==================== block 1
Figure 1. Routed clock nets over the placement (block 1).
Bar = 50 microns.
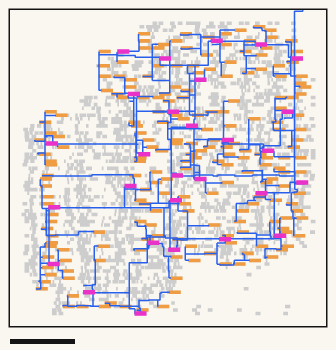

[config.mk]
export PLATFORM = sky130hd
export DESIGN_NAME = muldiv_unit
export DESIGN_NICKNAME = d
export VERILOG_FILES = /design/src/rtl/muldiv_unit.sv
export SDC_FILE = /design/constraint.sdc
export NUM_CORES = 1
export LEC_CHECK = 0
export CORE_MARGIN = 8
export CORE_UTILIZATION = 32
export DETAILED_ROUTE_END_ITERATION = 16
export PLACE_DENSITY = 0.49
export SLEW_MARGIN = 20
export SYNTH_ARGS = -nofsm -noshare
export SYNTH_HDL_FRONTEND = slang
export SYNTH_SLANG_ARGS = --single-unit
[constraint.sdc]
create_clock -name clk -period 14.85 [get_ports clk]
set_input_delay 3.7125 -clock clk [delete_from_list [all_inputs] [get_ports clk]]
set_output_delay 3.7125 -clock clk [all_outputs]
set_load 0.02 [all_outputs]
[src/rtl/muldiv_unit.sv]
// muldiv_unit: iterative multiply/divide unit holding the architectural HI/LO
// registers. It sits in the EX stage directly after the register file.
//
// Ports:
//   clk    - clock; all state updates on the rising edge
//   reset  - asynchronous active-high reset; clears all state immediately
//   Start  - request, sampled on a rising edge while Busy is low
//   Op     - 0=MULT 1=MULTU 2=DIV 3=DIVU 4=MTHI 5=MTLO 6,7=no-op
//   A, B   - rs / rt operands (ReadData1 / ReadData2)
//   Busy   - high while an iterative operation is in flight
//   Done   - one-cycle pulse after HI/LO take an iterative result
//   Hi, Lo - HI and LO registers
//
// Optional feature: define MULDIV_FAST_MULT_EN to make MULT/MULTU complete
// combinationally on the accepting edge. DIV/DIVU stay iterative either way.

module muldiv_unit #(
  parameter int WIDTH = 32
) (
  input  logic             clk,
  input  logic             reset,
  input  logic             Start,
  input  logic [2:0]       Op,
  input  logic [WIDTH-1:0] A,
  input  logic [WIDTH-1:0] B,
  output logic             Busy,
  output logic             Done,
  output logic [WIDTH-1:0] Hi,
  output logic [WIDTH-1:0] Lo
);

  localparam int CW = $clog2(WIDTH) + 1;

  typedef enum logic [1:0] {IDLE, RUN, FIX} state_t;

  state_t state, next_state;

  logic [CW-1:0]    count;
  logic [WIDTH:0]   acc_hi;
  logic [WIDTH-1:0] acc_lo;
  logic [WIDTH-1:0] b_reg;
  logic [WIDTH-1:0] a_raw;
  logic             is_div;
  logic             neg_q;
  logic             neg_r;
  logic             div_zero;
  logic             done_q;

  logic             op_signed;
  logic             a_neg;
  logic             b_neg;
  logic [WIDTH-1:0] a_mag;
  logic [WIDTH-1:0] b_mag;
  logic             iter_op;
  logic             accept;
  logic             last_step;

  logic [WIDTH:0]     mul_sum;
  logic [WIDTH:0]     div_shift;
  logic [WIDTH+1:0]   div_diff;
  logic [2*WIDTH-1:0] prod_raw;
  logic [2*WIDTH-1:0] prod_fix;
  logic [WIDTH-1:0]   quo_fix;
  logic [WIDTH-1:0]   rem_fix;

  // Signed ops iterate on magnitudes; the recorded signs are applied in FIX.
  assign op_signed = (Op == 3'd0) || (Op == 3'd2);
  assign a_neg     = op_signed & A[WIDTH-1];
  assign b_neg     = op_signed & B[WIDTH-1];
  assign a_mag     = a_neg ? -A : A;
  assign b_mag     = b_neg ? -B : B;

`ifdef MULDIV_FAST_MULT_EN
  logic [2*WIDTH-1:0] fast_raw;
  logic [2*WIDTH-1:0] fast_prod;

  // Single-cycle multiplier; only divides go through the iterative datapath.
  assign iter_op   = (Op == 3'd2) || (Op == 3'd3);
  assign fast_raw  = {{WIDTH{1'b0}}, a_mag} * {{WIDTH{1'b0}}, b_mag};
  assign fast_prod = (a_neg ^ b_neg) ? -fast_raw : fast_raw;
`else
  assign iter_op   = ~Op[2];
`endif

  assign accept    = (state == IDLE) && Start;
  assign last_step = (count == CW'(WIDTH - 1));

  assign Busy = (state != IDLE);
  assign Done = done_q;

  // One iteration step for each algorithm. Multiply keeps {acc_hi, acc_lo}
  // as the partial product with the multiplier shifting out of acc_lo.
  // Divide keeps the partial remainder in acc_hi while the dividend shifts
  // out of the top of acc_lo and quotient bits shift in at the bottom.
  // div_diff carries an extra bit because the shifted remainder can reach
  // 2^WIDTH before the subtract.
  always_comb begin
    mul_sum   = acc_hi + (acc_lo[0] ? {1'b0, b_reg} : {(WIDTH+1){1'b0}});
    div_shift = {acc_hi[WIDTH-1:0], acc_lo[WIDTH-1]};
    div_diff  = {1'b0, div_shift} - {2'b00, b_reg};
  end

  // Sign correction applied when the result is written back in FIX.
  // For divide the remainder follows the dividend sign (truncating division).
  always_comb begin
    prod_raw = {acc_hi[WIDTH-1:0], acc_lo};
    prod_fix = neg_q ? -prod_raw : prod_raw;
    quo_fix  = neg_q ? -acc_lo : acc_lo;
    rem_fix  = neg_r ? -acc_hi[WIDTH-1:0] : acc_hi[WIDTH-1:0];
  end

  // FSM state register.
  always_ff @(posedge clk or posedge reset) begin
    if (reset) begin
      state <= IDLE;
    end else begin
      state <= next_state;
    end
  end

  // FSM next-state logic: WIDTH steps in RUN, then one FIX cycle.
  always_comb begin
    next_state = state;
    case (state)
      IDLE: if (accept && iter_op) next_state = RUN;
      RUN:  if (last_step) next_state = FIX;
      FIX:  next_state = IDLE;
      default: next_state = IDLE;
    endcase
  end

  // Datapath and architectural registers. Hi/Lo are only written on accept
  // (MTHI/MTLO, fast multiply) or in FIX, so partial results never leak out.
  // Requests arriving while not IDLE are ignored entirely.
  always_ff @(posedge clk or posedge reset) begin
    if (reset) begin
      count    <= '0;
      acc_hi   <= '0;
      acc_lo   <= '0;
      b_reg    <= '0;
      a_raw    <= '0;
      is_div   <= 1'b0;
      neg_q    <= 1'b0;
      neg_r    <= 1'b0;
      div_zero <= 1'b0;
      done_q   <= 1'b0;
      Hi       <= '0;
      Lo       <= '0;
    end else begin
      done_q <= 1'b0;
      case (state)
        IDLE: begin
          if (Start) begin
            if (iter_op) begin
              acc_hi   <= '0;
              acc_lo   <= a_mag;
              b_reg    <= b_mag;
              a_raw    <= A;
              is_div   <= Op[1];
              neg_q    <= a_neg ^ b_neg;
              neg_r    <= a_neg;
              div_zero <= (B == '0);
              count    <= '0;
            end
`ifdef MULDIV_FAST_MULT_EN
            else if ((Op == 3'd0) || (Op == 3'd1)) begin
              Hi     <= fast_prod[2*WIDTH-1:WIDTH];
              Lo     <= fast_prod[WIDTH-1:0];
              done_q <= 1'b1;
            end
`endif
            else if (Op == 3'd4) begin
              Hi <= A;
            end else if (Op == 3'd5) begin
              Lo <= A;
            end
          end
        end
        RUN: begin
          if (is_div) begin
            if (!div_diff[WIDTH+1]) begin
              acc_hi <= div_diff[WIDTH:0];
              acc_lo <= {acc_lo[WIDTH-2:0], 1'b1};
            end else begin
              acc_hi <= div_shift;
              acc_lo <= {acc_lo[WIDTH-2:0], 1'b0};
            end
          end else begin
            acc_hi <= {1'b0, mul_sum[WIDTH:1]};
            acc_lo <= {mul_sum[0], acc_lo[WIDTH-1:1]};
          end
          count <= count + CW'(1);
        end
        FIX: begin
          // Divide by zero bypasses sign correction: Lo=all ones, Hi=A.
          if (is_div) begin
            if (div_zero) begin
              Hi <= a_raw;
              Lo <= '1;
            end else begin
              Hi <= rem_fix;
              Lo <= quo_fix;
            end
          end else begin
            Hi <= prod_fix[2*WIDTH-1:WIDTH];
            Lo <= prod_fix[WIDTH-1:0];
          end
          done_q <= 1'b1;
        end
        default: ;
      endcase
    end
  end

endmodule

==================== block 2
`src/rtl/ram_address_sequencer.sv`:
```
// rtl/ram_address_sequencer.sv - RAM address counter with synchronised load/step strobes
// Wraps or saturates (sticky overflow) at the address boundaries.
module ram_address_sequencer #(
   parameter int ADDR_WIDTH  = 24,
   parameter int ADDR_MAX    = 2**ADDR_WIDTH-1,
   parameter int STEP        = 1,
   parameter int SYNC_STAGES = 2,
   parameter int WRAP_EN     = 1
) (
   input  logic                  clk,
   input  logic                  reset,
   input  logic [ADDR_WIDTH-1:0] addr_in,
   input  logic                  ld_addr,
   input  logic                  inc_addr,
   input  logic                  dir,
   output logic [ADDR_WIDTH-1:0] addr_out,
   output logic                  wrap,
   output logic                  overflow,
   output logic                  debug
);

   localparam logic [ADDR_WIDTH:0] LP_MAX  = (ADDR_WIDTH+1)'(ADDR_MAX);
   localparam logic [ADDR_WIDTH:0] LP_STEP = (ADDR_WIDTH+1)'(STEP);
   localparam logic [ADDR_WIDTH:0] LP_ONE  = (ADDR_WIDTH+1)'(1);

   logic [SYNC_STAGES-1:0] r_ld_sync;
   logic [SYNC_STAGES-1:0] r_inc_sync;
   logic                   r_ld_prev;
   logic                   r_inc_prev;
   logic [ADDR_WIDTH-1:0]  r_hold;
   logic [ADDR_WIDTH-1:0]  r_addr;
   logic                   r_wrap;
   logic                   r_ovf;

   logic                   w_ld_s;
   logic                   w_inc_s;
   logic                   w_ld_evt;
   logic                   w_inc_evt;
   logic [ADDR_WIDTH:0]    w_addr_ext;
   logic [ADDR_WIDTH:0]    w_sum;
   logic                   w_up_over;
   logic                   w_dn_under;
   logic                   w_step_wraps;
   logic [ADDR_WIDTH-1:0]  w_step_val;
   logic [ADDR_WIDTH-1:0]  w_load_val;

   assign w_ld_s     = r_ld_sync[SYNC_STAGES-1];
   assign w_inc_s    = r_inc_sync[SYNC_STAGES-1];
   // Rising edges: the address changes only once the bus access is over.
   assign w_ld_evt   = w_ld_s & ~r_ld_prev;
   assign w_inc_evt  = w_inc_s & ~r_inc_prev;
   assign w_addr_ext = {1'b0, r_addr};
   assign w_sum      = w_addr_ext + LP_STEP;
   assign w_load_val = ({1'b0, r_hold} > LP_MAX) ? ADDR_WIDTH'(LP_MAX) : r_hold;

   always_comb begin
      w_up_over    = (w_sum > LP_MAX);
      w_dn_under   = (w_addr_ext < LP_STEP);
      w_step_wraps = dir ? w_dn_under : w_up_over;
      w_step_val   = r_addr;
      if (dir) begin
         w_step_val = w_dn_under ? ADDR_WIDTH'(LP_MAX + LP_ONE + w_addr_ext - LP_STEP)
                                 : ADDR_WIDTH'(w_addr_ext - LP_STEP);
      end else begin
         w_step_val = w_up_over ? ADDR_WIDTH'(w_sum - LP_MAX - LP_ONE)
                                : ADDR_WIDTH'(w_sum);
      end
   end

   always_ff @(posedge clk or negedge reset) begin
      if (!reset) begin
         r_ld_sync  <= '1;
         r_inc_sync <= '1;
         r_ld_prev  <= 1'b1;
         r_inc_prev <= 1'b1;
         r_hold     <= '0;
         r_addr     <= '0;
         r_wrap     <= 1'b0;
         r_ovf      <= 1'b0;
      end else begin
         r_ld_sync  <= {r_ld_sync[SYNC_STAGES-2:0], ld_addr};
         r_inc_sync <= {r_inc_sync[SYNC_STAGES-2:0], inc_addr};
         r_ld_prev  <= w_ld_s;
         r_inc_prev <= w_inc_s;
         r_wrap     <= 1'b0;
         if (!w_ld_s) begin
            r_hold <= addr_in;
         end
         // Load has priority; a coincident step is dropped.
         if (w_ld_evt) begin
            r_addr <= w_load_val;
            r_ovf  <= 1'b0;
         end else if (w_inc_evt) begin
            if (!w_step_wraps) begin
               r_addr <= w_step_val;
            end else if (WRAP_EN != 0) begin
               r_addr <= w_step_val;
               r_wrap <= 1'b1;
            end else begin
               r_ovf <= 1'b1;
            end
         end
      end
   end

   assign addr_out = r_addr;
   assign wrap     = r_wrap;
   assign overflow = r_ovf;
   assign debug    = w_inc_s;

endmodule

```
`config.mk`:
```
export PLATFORM = sky130hd
export DESIGN_NAME = ram_address_sequencer
export DESIGN_NICKNAME = d
export VERILOG_FILES = /design/src/rtl/ram_address_sequencer.sv
export SDC_FILE = /design/constraint.sdc
export NUM_CORES = 1
export LEC_CHECK = 0
export ABC_AREA = 1
export CAP_MARGIN = 10
export CORE_MARGIN = 3
export CORE_UTILIZATION = 55
export CTS_CLUSTER_SIZE = 10
export DETAILED_ROUTE_END_ITERATION = 8
export PLACE_DENSITY = 0.81
export SYNTH_ARGS = -nofsm -noshare
export SYNTH_HDL_FRONTEND = slang
export SYNTH_SLANG_ARGS = --single-unit
```
`constraint.sdc`:
```
create_clock -name clk -period 2.4 [get_ports clk]
set_clock_uncertainty 0.05 [all_clocks]
set_input_delay 0.36 -clock clk [delete_from_list [all_inputs] [get_ports clk]]
set_output_delay 0.36 -clock clk [all_outputs]
set_load 0.02 [all_outputs]
```
==================== block 3
===== config.mk =====
export PLATFORM = sky130hd
export DESIGN_NAME = battleship
export DESIGN_NICKNAME = d
export VERILOG_FILES = /design/src/rtl/battleship.sv
export SDC_FILE = /design/constraint.sdc
export NUM_CORES = 1
export LEC_CHECK = 0
export CAP_MARGIN = 20
export CORE_MARGIN = 3
export CORE_UTILIZATION = 30
export CTS_CLUSTER_DIAMETER = 100
export DETAILED_ROUTE_END_ITERATION = 10
export HOLD_SLACK_MARGIN = 0.15
export SLEW_MARGIN = 10
export SYNTH_ARGS = -nofsm -noshare
export SYNTH_HDL_FRONTEND = slang
export SYNTH_SLANG_ARGS = --single-unit

===== constraint.sdc =====
create_clock -name clk -period 4 [get_ports clk]
set_input_delay 0.6 -clock clk [delete_from_list [all_inputs] [get_ports clk]]
set_output_delay 0.6 -clock clk [all_outputs]
set_load 0.005 [all_outputs]

===== src/rtl/battleship.sv =====
`default_nettype none
// ============================================================================
// battleship : two-player 4x4 Battleship controller driving 4x7-seg + 8 LEDs
// Rev 1.0
// ============================================================================
module battleship #(
   parameter int TIMER_CYCLES = 8
) (
   input  logic       clk,
   input  logic       rst,
   input  logic       start,
   input  logic [1:0] X,
   input  logic [1:0] Y,
   input  logic       pAb,
   input  logic       pBb,
   output logic [7:0] disp3,
   output logic [7:0] disp2,
   output logic [7:0] disp1,
   output logic [7:0] disp0,
   output logic [7:0] led
);

   localparam int            TW      = (TIMER_CYCLES > 1) ? $clog2(TIMER_CYCLES) : 1;
   localparam logic [TW-1:0] C_TLAST = TW'(TIMER_CYCLES - 1);

   localparam logic [7:0] C_G_I    = 8'h06;
   localparam logic [7:0] C_G_D    = 8'h5E;
   localparam logic [7:0] C_G_L    = 8'h38;
   localparam logic [7:0] C_G_E    = 8'h79;
   localparam logic [7:0] C_G_A    = 8'h77;
   localparam logic [7:0] C_G_B    = 8'h7C;
   localparam logic [7:0] C_G_R    = 8'h50;
   localparam logic [7:0] C_G_DASH = 8'h40;

   typedef enum logic [3:0] {
      IDLE    = 4'd0,  SHOW    = 4'd1,  A_IN    = 4'd2,  ERR_A   = 4'd3,
      SHOW_A  = 4'd4,  B_IN    = 4'd5,  ERR_B   = 4'd6,  SHOW_B  = 4'd7,
      A_SHOOT = 4'd8,  A_SINK  = 4'd9,  A_WIN   = 4'd10, B_SHOOT = 4'd11,
      B_SINK  = 4'd12, B_WIN   = 4'd13
   } state_t;

   state_t          state;
   state_t          next_state;
   logic [15:0]     mapA;
   logic [15:0]     mapB;
   logic [2:0]      score_A;
   logic [2:0]      score_B;
   logic [2:0]      input_count;
   logic [TW-1:0]   timer;
   logic            pAb_q;
   logic            pBb_q;
   logic            r_hit;
   logic            r_blink;

   logic            w_pA_press;
   logic            w_pB_press;
   logic            w_tdone;
   logic [3:0]      w_idx;

   assign w_pA_press = pAb & ~pAb_q;
   assign w_pB_press = pBb & ~pBb_q;
   assign w_tdone    = (timer == C_TLAST);
   assign w_idx      = {Y, X};

   function automatic logic [7:0] f_digit(input logic [2:0] n);
      case (n)
         3'd0:    f_digit = 8'h3F;
         3'd1:    f_digit = 8'h06;
         3'd2:    f_digit = 8'h5B;
         3'd3:    f_digit = 8'h4F;
         3'd4:    f_digit = 8'h66;
         default: f_digit = 8'h00;
      endcase
   endfunction

   always_comb begin
      next_state = state;
      case (state)
         IDLE:    if (start)      next_state = SHOW;
         SHOW:    if (w_tdone)    next_state = A_IN;
         A_IN:    if (w_pA_press) next_state = mapA[w_idx] ? ERR_A : SHOW_A;
         ERR_A:   if (w_tdone)    next_state = A_IN;
         SHOW_A:  if (w_tdone)    next_state = (input_count < 3'd4) ? A_IN : B_IN;
         B_IN:    if (w_pB_press) next_state = mapB[w_idx] ? ERR_B : SHOW_B;
         ERR_B:   if (w_tdone)    next_state = B_IN;
         SHOW_B:  if (w_tdone)    next_state = (input_count < 3'd4) ? B_IN : A_SHOOT;
         A_SHOOT: if (w_pA_press) next_state = A_SINK;
         A_SINK:  if (w_tdone)    next_state = (score_A == 3'd4) ? A_WIN : B_SHOOT;
         B_SHOOT: if (w_pB_press) next_state = B_SINK;
         B_SINK:  if (w_tdone)    next_state = (score_B == 3'd4) ? B_WIN : A_SHOOT;
         A_WIN:   next_state = A_WIN;
         B_WIN:   next_state = B_WIN;
         default: next_state = IDLE;
      endcase
   end

   // Edge registers update every cycle so presses outside a player's turn are consumed.
   always_ff @(posedge clk) begin
      if (rst) begin
         state       <= IDLE;
         mapA        <= '0;
         mapB        <= '0;
         score_A     <= '0;
         score_B     <= '0;
         input_count <= '0;
         timer       <= '0;
         pAb_q       <= 1'b0;
         pBb_q       <= 1'b0;
         r_hit       <= 1'b0;
         r_blink     <= 1'b0;
      end else begin
         pAb_q <= pAb;
         pBb_q <= pBb;
         state <= next_state;
         if (next_state != state || w_tdone)
            timer <= '0;
         else
            timer <= timer + 1'b1;
         if ((state == A_WIN || state == B_WIN) && w_tdone)
            r_blink <= ~r_blink;
         case (state)
            A_IN: if (w_pA_press && !mapA[w_idx]) begin
               mapA[w_idx] <= 1'b1;
               input_count <= input_count + 3'd1;
            end
            SHOW_A: if (w_tdone && input_count >= 3'd4) input_count <= '0;
            B_IN: if (w_pB_press && !mapB[w_idx]) begin
               mapB[w_idx] <= 1'b1;
               input_count <= input_count + 3'd1;
            end
            SHOW_B: if (w_tdone && input_count >= 3'd4) input_count <= '0;
            A_SHOOT: if (w_pA_press) begin
               r_hit <= mapB[w_idx];
               if (mapB[w_idx]) begin
                  mapB[w_idx] <= 1'b0;
                  if (score_A != 3'd4) score_A <= score_A + 3'd1;
               end
            end
            B_SHOOT: if (w_pB_press) begin
               r_hit <= mapA[w_idx];
               if (mapA[w_idx]) begin
                  mapA[w_idx] <= 1'b0;
                  if (score_B != 3'd4) score_B <= score_B + 3'd1;
               end
            end
            default: ;
         endcase
      end
   end

   always_comb begin
      disp3 = 8'h00;
      disp2 = 8'h00;
      disp1 = 8'h00;
      disp0 = 8'h00;
      case (state)
         IDLE: begin
            disp3 = C_G_I;
            disp2 = C_G_D;
            disp1 = C_G_L;
            disp0 = C_G_E;
         end
         SHOW: disp3 = C_G_A;
         A_IN, B_IN: begin
            disp3 = f_digit({1'b0, X});
            disp2 = f_digit({1'b0, Y});
         end
         ERR_A, ERR_B: begin
            disp3 = C_G_E;
            disp2 = C_G_R;
            disp1 = C_G_R;
         end
         SHOW_A, SHOW_B: disp0 = f_digit(input_count);
         A_SHOOT, B_SHOOT: begin
            disp3 = f_digit({1'b0, X});
            disp2 = f_digit({1'b0, Y});
            disp1 = f_digit(score_A);
            disp0 = f_digit(score_B);
         end
         A_SINK, B_SINK: begin
            disp1 = f_digit(score_A);
            disp0 = f_digit(score_B);
            if (r_hit) begin
               disp3[7] = 1'b1;
               disp2[7] = 1'b1;
               disp1[7] = 1'b1;
               disp0[7] = 1'b1;
            end
         end
         A_WIN, B_WIN: begin
            disp3 = (state == A_WIN) ? C_G_A : C_G_B;
            disp2 = f_digit(score_A);
            disp1 = C_G_DASH;
            disp0 = f_digit(score_B);
         end
         default: ;
      endcase
   end

   always_comb begin
      led = 8'h00;
      case (state)
         IDLE:    led = 8'b1001_1001;
         A_IN: begin
            led[7]   = 1'b1;
            led[5:4] = input_count[1:0];
         end
         B_IN:    led[5:4] = input_count[1:0];
         A_SHOOT: led[7] = 1'b1;
         B_SHOOT: led[4] = 1'b1;
         A_WIN, B_WIN: led = r_blink ? 8'h00 : 8'hFF;
         default: ;
      endcase
   end

endmodule
`default_nettype wire


Figure 2. Routed clock nets over the placement (block 3).
Bar = 50 microns.
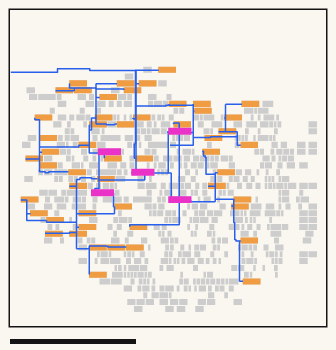
legend:
  blue:
    item: clock wires
    length: 776 microns
  magenta:
    item: clock drivers
    count: 5
  orange:
    item: flip-flops
    count: 52
routed clock nets: 6

Figure 3. Signal wires on met2 (block 3).
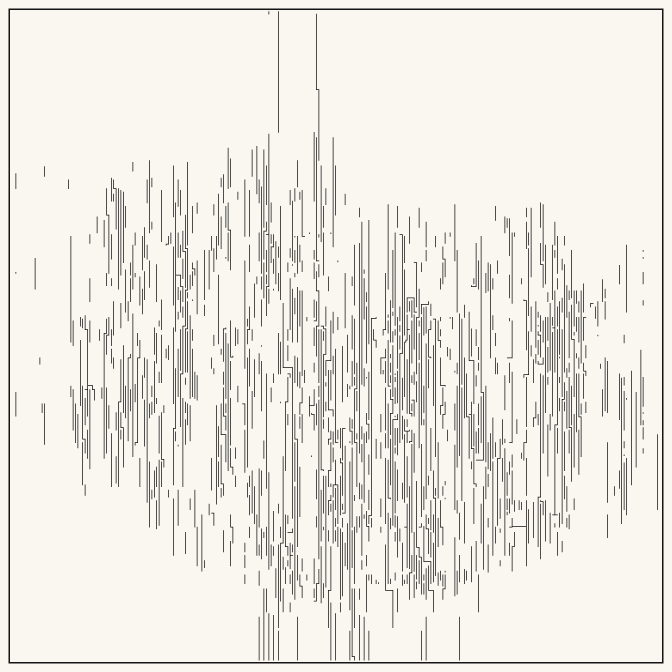
nets with wire on the layer: 526
longest straight run: 40.5 microns
share of all routed wire: 46%
wire length on this layer: 6090 microns
main direction: vertical

==> deck_impl_summary.md, block 3 <==
Synthesis and Place & Route Summary

Place
  – Dpl cells: 766
  – Placer Congestion: 0.876

Final layout
  – FILL cells: 1444
  – Final nets: 619
  – Clock-cell share: 0.0287
  – Comb/total area: 0.581

Logic synthesis
  – Xor/xnor share: 0.00611
  – Register share after synthesis: 0.242
  – Main logic family: simple AND/OR/NAND/NOR gates
  – Synth flops: 52
  – Yosys simple share: 0.260
  – Syn. warnings: 0

Clock tree
  – CTS tree: yes
  – Root Driver: clkbuf_16
  – Max Root-Sink Buffers: 2

Floorplan
  – # IOs: 49
  – Die area: 15800 sq um
  – Die W: 126 microns

Job
  – Max Cap Viol: 0

Timing
  – Final Skew: 0.00467 ns
  – Slew headroom: 0.425
  – Final hold violation count: 0

Power
  – Combinational power share: 0.167
  – Pwr dens: 229 nW/um^2
  – Leakage: 0.00189 uW
  – Total Power: 1160 uW

GRT
  – Initial antenna violation count: 0
  – Grt peak-use layer: met2

Outcome
  – Run status: complete, no violations

Setup path
  – Critical Path, Cell by Cell: inv_1 -> nand2_1 -> o21ai_0 -> a221o_1 -> clkdlybuf4s50_1
  – Type of the worst setup path: register to output port
  – Setup crit end kind: output port
  – Setup crit start kind: register

Drt
  – Post-DRT Antenna Nets: 0

Worst hold path
  – Worst hold path class: register to register
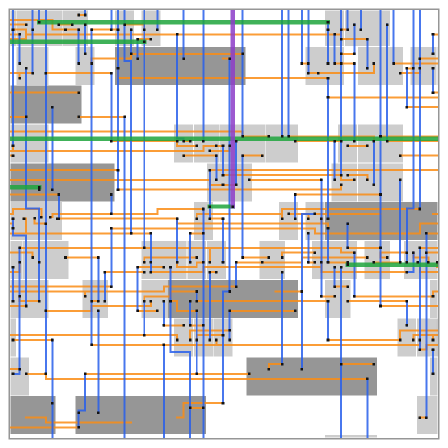
Figure 4: block 1, a small window of the routed layout.
Region (167, 46) to (197, 76) microns. Cells in gray, sequential cells in the stronger gray; small squares are vias.
legend:
  purple:
    layer: metal 4
  orange:
    layer: metal 1
  green:
    layer: metal 3
  blue:
    layer: metal 2
netlist names of flops here include: Hi (5), a_raw (2)
sequential cells in the window: 7
cells with their middle in the window: 50
most frequent: nand2_1 (16), xor2_1 (9), o21ai_0 (9)

Figure 5. Drive-strength map (block 1).
Bar = 50 microns.
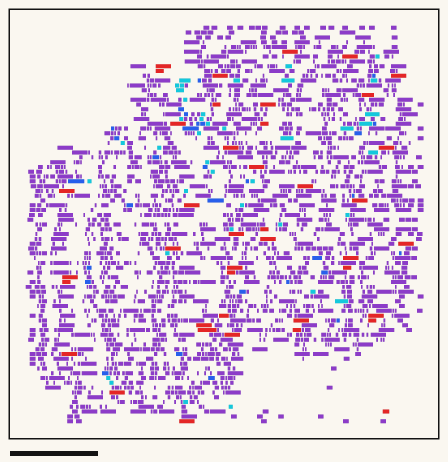
legend:
  cyan:
    size: _3 and _4 cells
    cells: 39
    share: 1.8%
    most_used: buf_4
  purple:
    size: _0 and _1 cells
    cells: 2052
    share: 95%
    most_used: nand2_1
  blue:
    size: _2 cells
    cells: 29
    share: 1.3%
    most_used: or2_2
  red:
    size: _6 and larger
    cells: 41
    share: 1.9%
    most_used: clkbuf_16

## Picture notes: Figure 1
legend:
  orange:
    item: flip-flops
    count: 206
  blue:
    item: clock wires
    length: 3860 microns
  magenta:
    item: clock drivers
    count: 28
flops lie: all over the die
routed clock nets: 29

==> deck_impl_summary.md, block 1 <==
Synthesis and Place & Route Summary

Outcome
  – Run status: complete, no violations

Final layout
  – Top cells excl fill/tap: nand2_1, o21ai_0, dfrtp_1
  – Layout area overhead: 16.7%
  – Dominant logic cell type in the layout: nand2_1
  – Storage cell area: 5160 sq um
  – Flip-flops: 206
  – Signal inverters: 65
  – Signal buffers: 158
  – Comb. cell area: 10500 sq um

Drt
  – Drt first pass iters: 5
  – First DRT Iteration DRCs: 1153
  – Met2 Wirelength: 27400 microns

GRT
  – Global-route wire length before repair: 93000 microns
  – GRT Total Usage: 0.196
  – GRT Residual Overflow: 0
  – M3 GR Usage: 0.0247
  – Initial antenna violation count: 0

Timing
  – Final period util: 0.433
  – Slew Limit Fails: 0
  – Final Skew: 0.0123 ns
  – Final hold violation count: 0
  – Setup violators final: 0
  – Fin Hold WS: 0.466 ns
  – Slew @ Worst Pin: 1.14 ns

Place
  – Placer Congestion: 0.858
  – Dpl cells: 2788

Logic synthesis
  – Post-synthesis cell type count: 77
  – Mux area share: 0.0278
  – Ys cells: 2108
  – Ranking of synthesized cells by area: dfrtp_1, nand2_1, o21ai_0

Setup path
  – Crit path buf inv count: 1
  – R2R Path End: acc_hi[24]
  – Setup crit start kind: primary input
  – Crit path max-delay family: simple AND/OR/NAND/NOR gates
  – CP startpoint: A[2]
  – R2r setup slk: 10.64 ns
  – End of the critical path: acc_lo[29]

Job
  – Stage-log warning count: 28

Clock tree
  – Worst skew pair latency: 0.58 ns
  – Clock sinks: 206
  – CTS Hold Bufs: 0

Worst hold path
  – Hold path depth: 2

Power
  – Pwr dens: 251 nW/um^2
Figure 6. Clock wiring as the flow saved it (block 2).
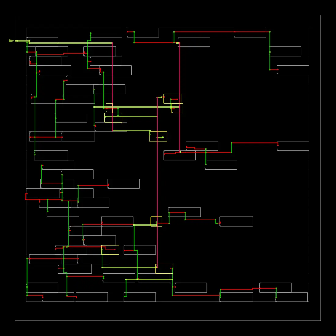
# clk buffers: 5
total CTS buffers: 5
worst skew pair latency: 0.33 ns

==> deck_impl_summary.md, block 2 <==
Synthesis and Place & Route Summary

Outcome
  – Run status: complete, no violations

Final layout
  – N_diodes: 0
  – Top cells excl fill/tap: nand2_1, clkdlybuf4s50_1, inv_1
  – Comb. cell area: 2020 sq um
  – Dominant logic cell type in the layout: nand2_1
  – Final nets: 640
  – Layout area overhead: 20.6%
  – Fin area: 4460 sq um
  – Storage cell area: 1390 sq um
  – Comb/total area: 0.454

Logic synthesis
  – Mux area share: 0
  – Fraction of post-synthesis cell area in the top cell type by area: 0.331
  – Ranking of synthesized cells by area: dfrtp_1, nand2_1, nand3_1
  – Ys cells: 552
  – Synth flops: 55
  – Cell taking the most area after synthesis: dfrtp_1
  – Syn_nets: 584

Drt
  – WL per Instance: 16.0 microns
  – Via count: 3968
  – Met2 Wirelength: 4840 microns

Power
  – Pwr dens: 648 nW/um^2
  – Switching pwr: 1220 uW
  – Clock group: 565 uW
  – Clock power frac: 0.196

Place
  – Dpl cells: 677
  – IO Port Bufs: 54
  – Placer Congestion: 1.01
  – Placed inst area: 4340 sq um

GRT
  – GRT Total Usage: 0.304
  – Met2 usage: 0.458
  – Initial antenna violation count: 0

Setup path
  – Number of cells on the critical path: 11
  – End of the critical path: addr_out[16]
  – Worst r2r path cells: 11
  – Crit-path most repeated cell: nand2_1

Floorplan
  – Die area: 7750 sq um

Timing
  – Final period util: 0.896
  – Achievable frequency: 0.465 GHz
  – Slew headroom: 0.531
  – Crit path time final: 2.15 ns

Clock tree
  – Root Driver: clkbuf_8
  – H-tree depth: 2
  – Clock sinks: 55

Power figures rest on the tool's default switching activity, not on a simulated workload.
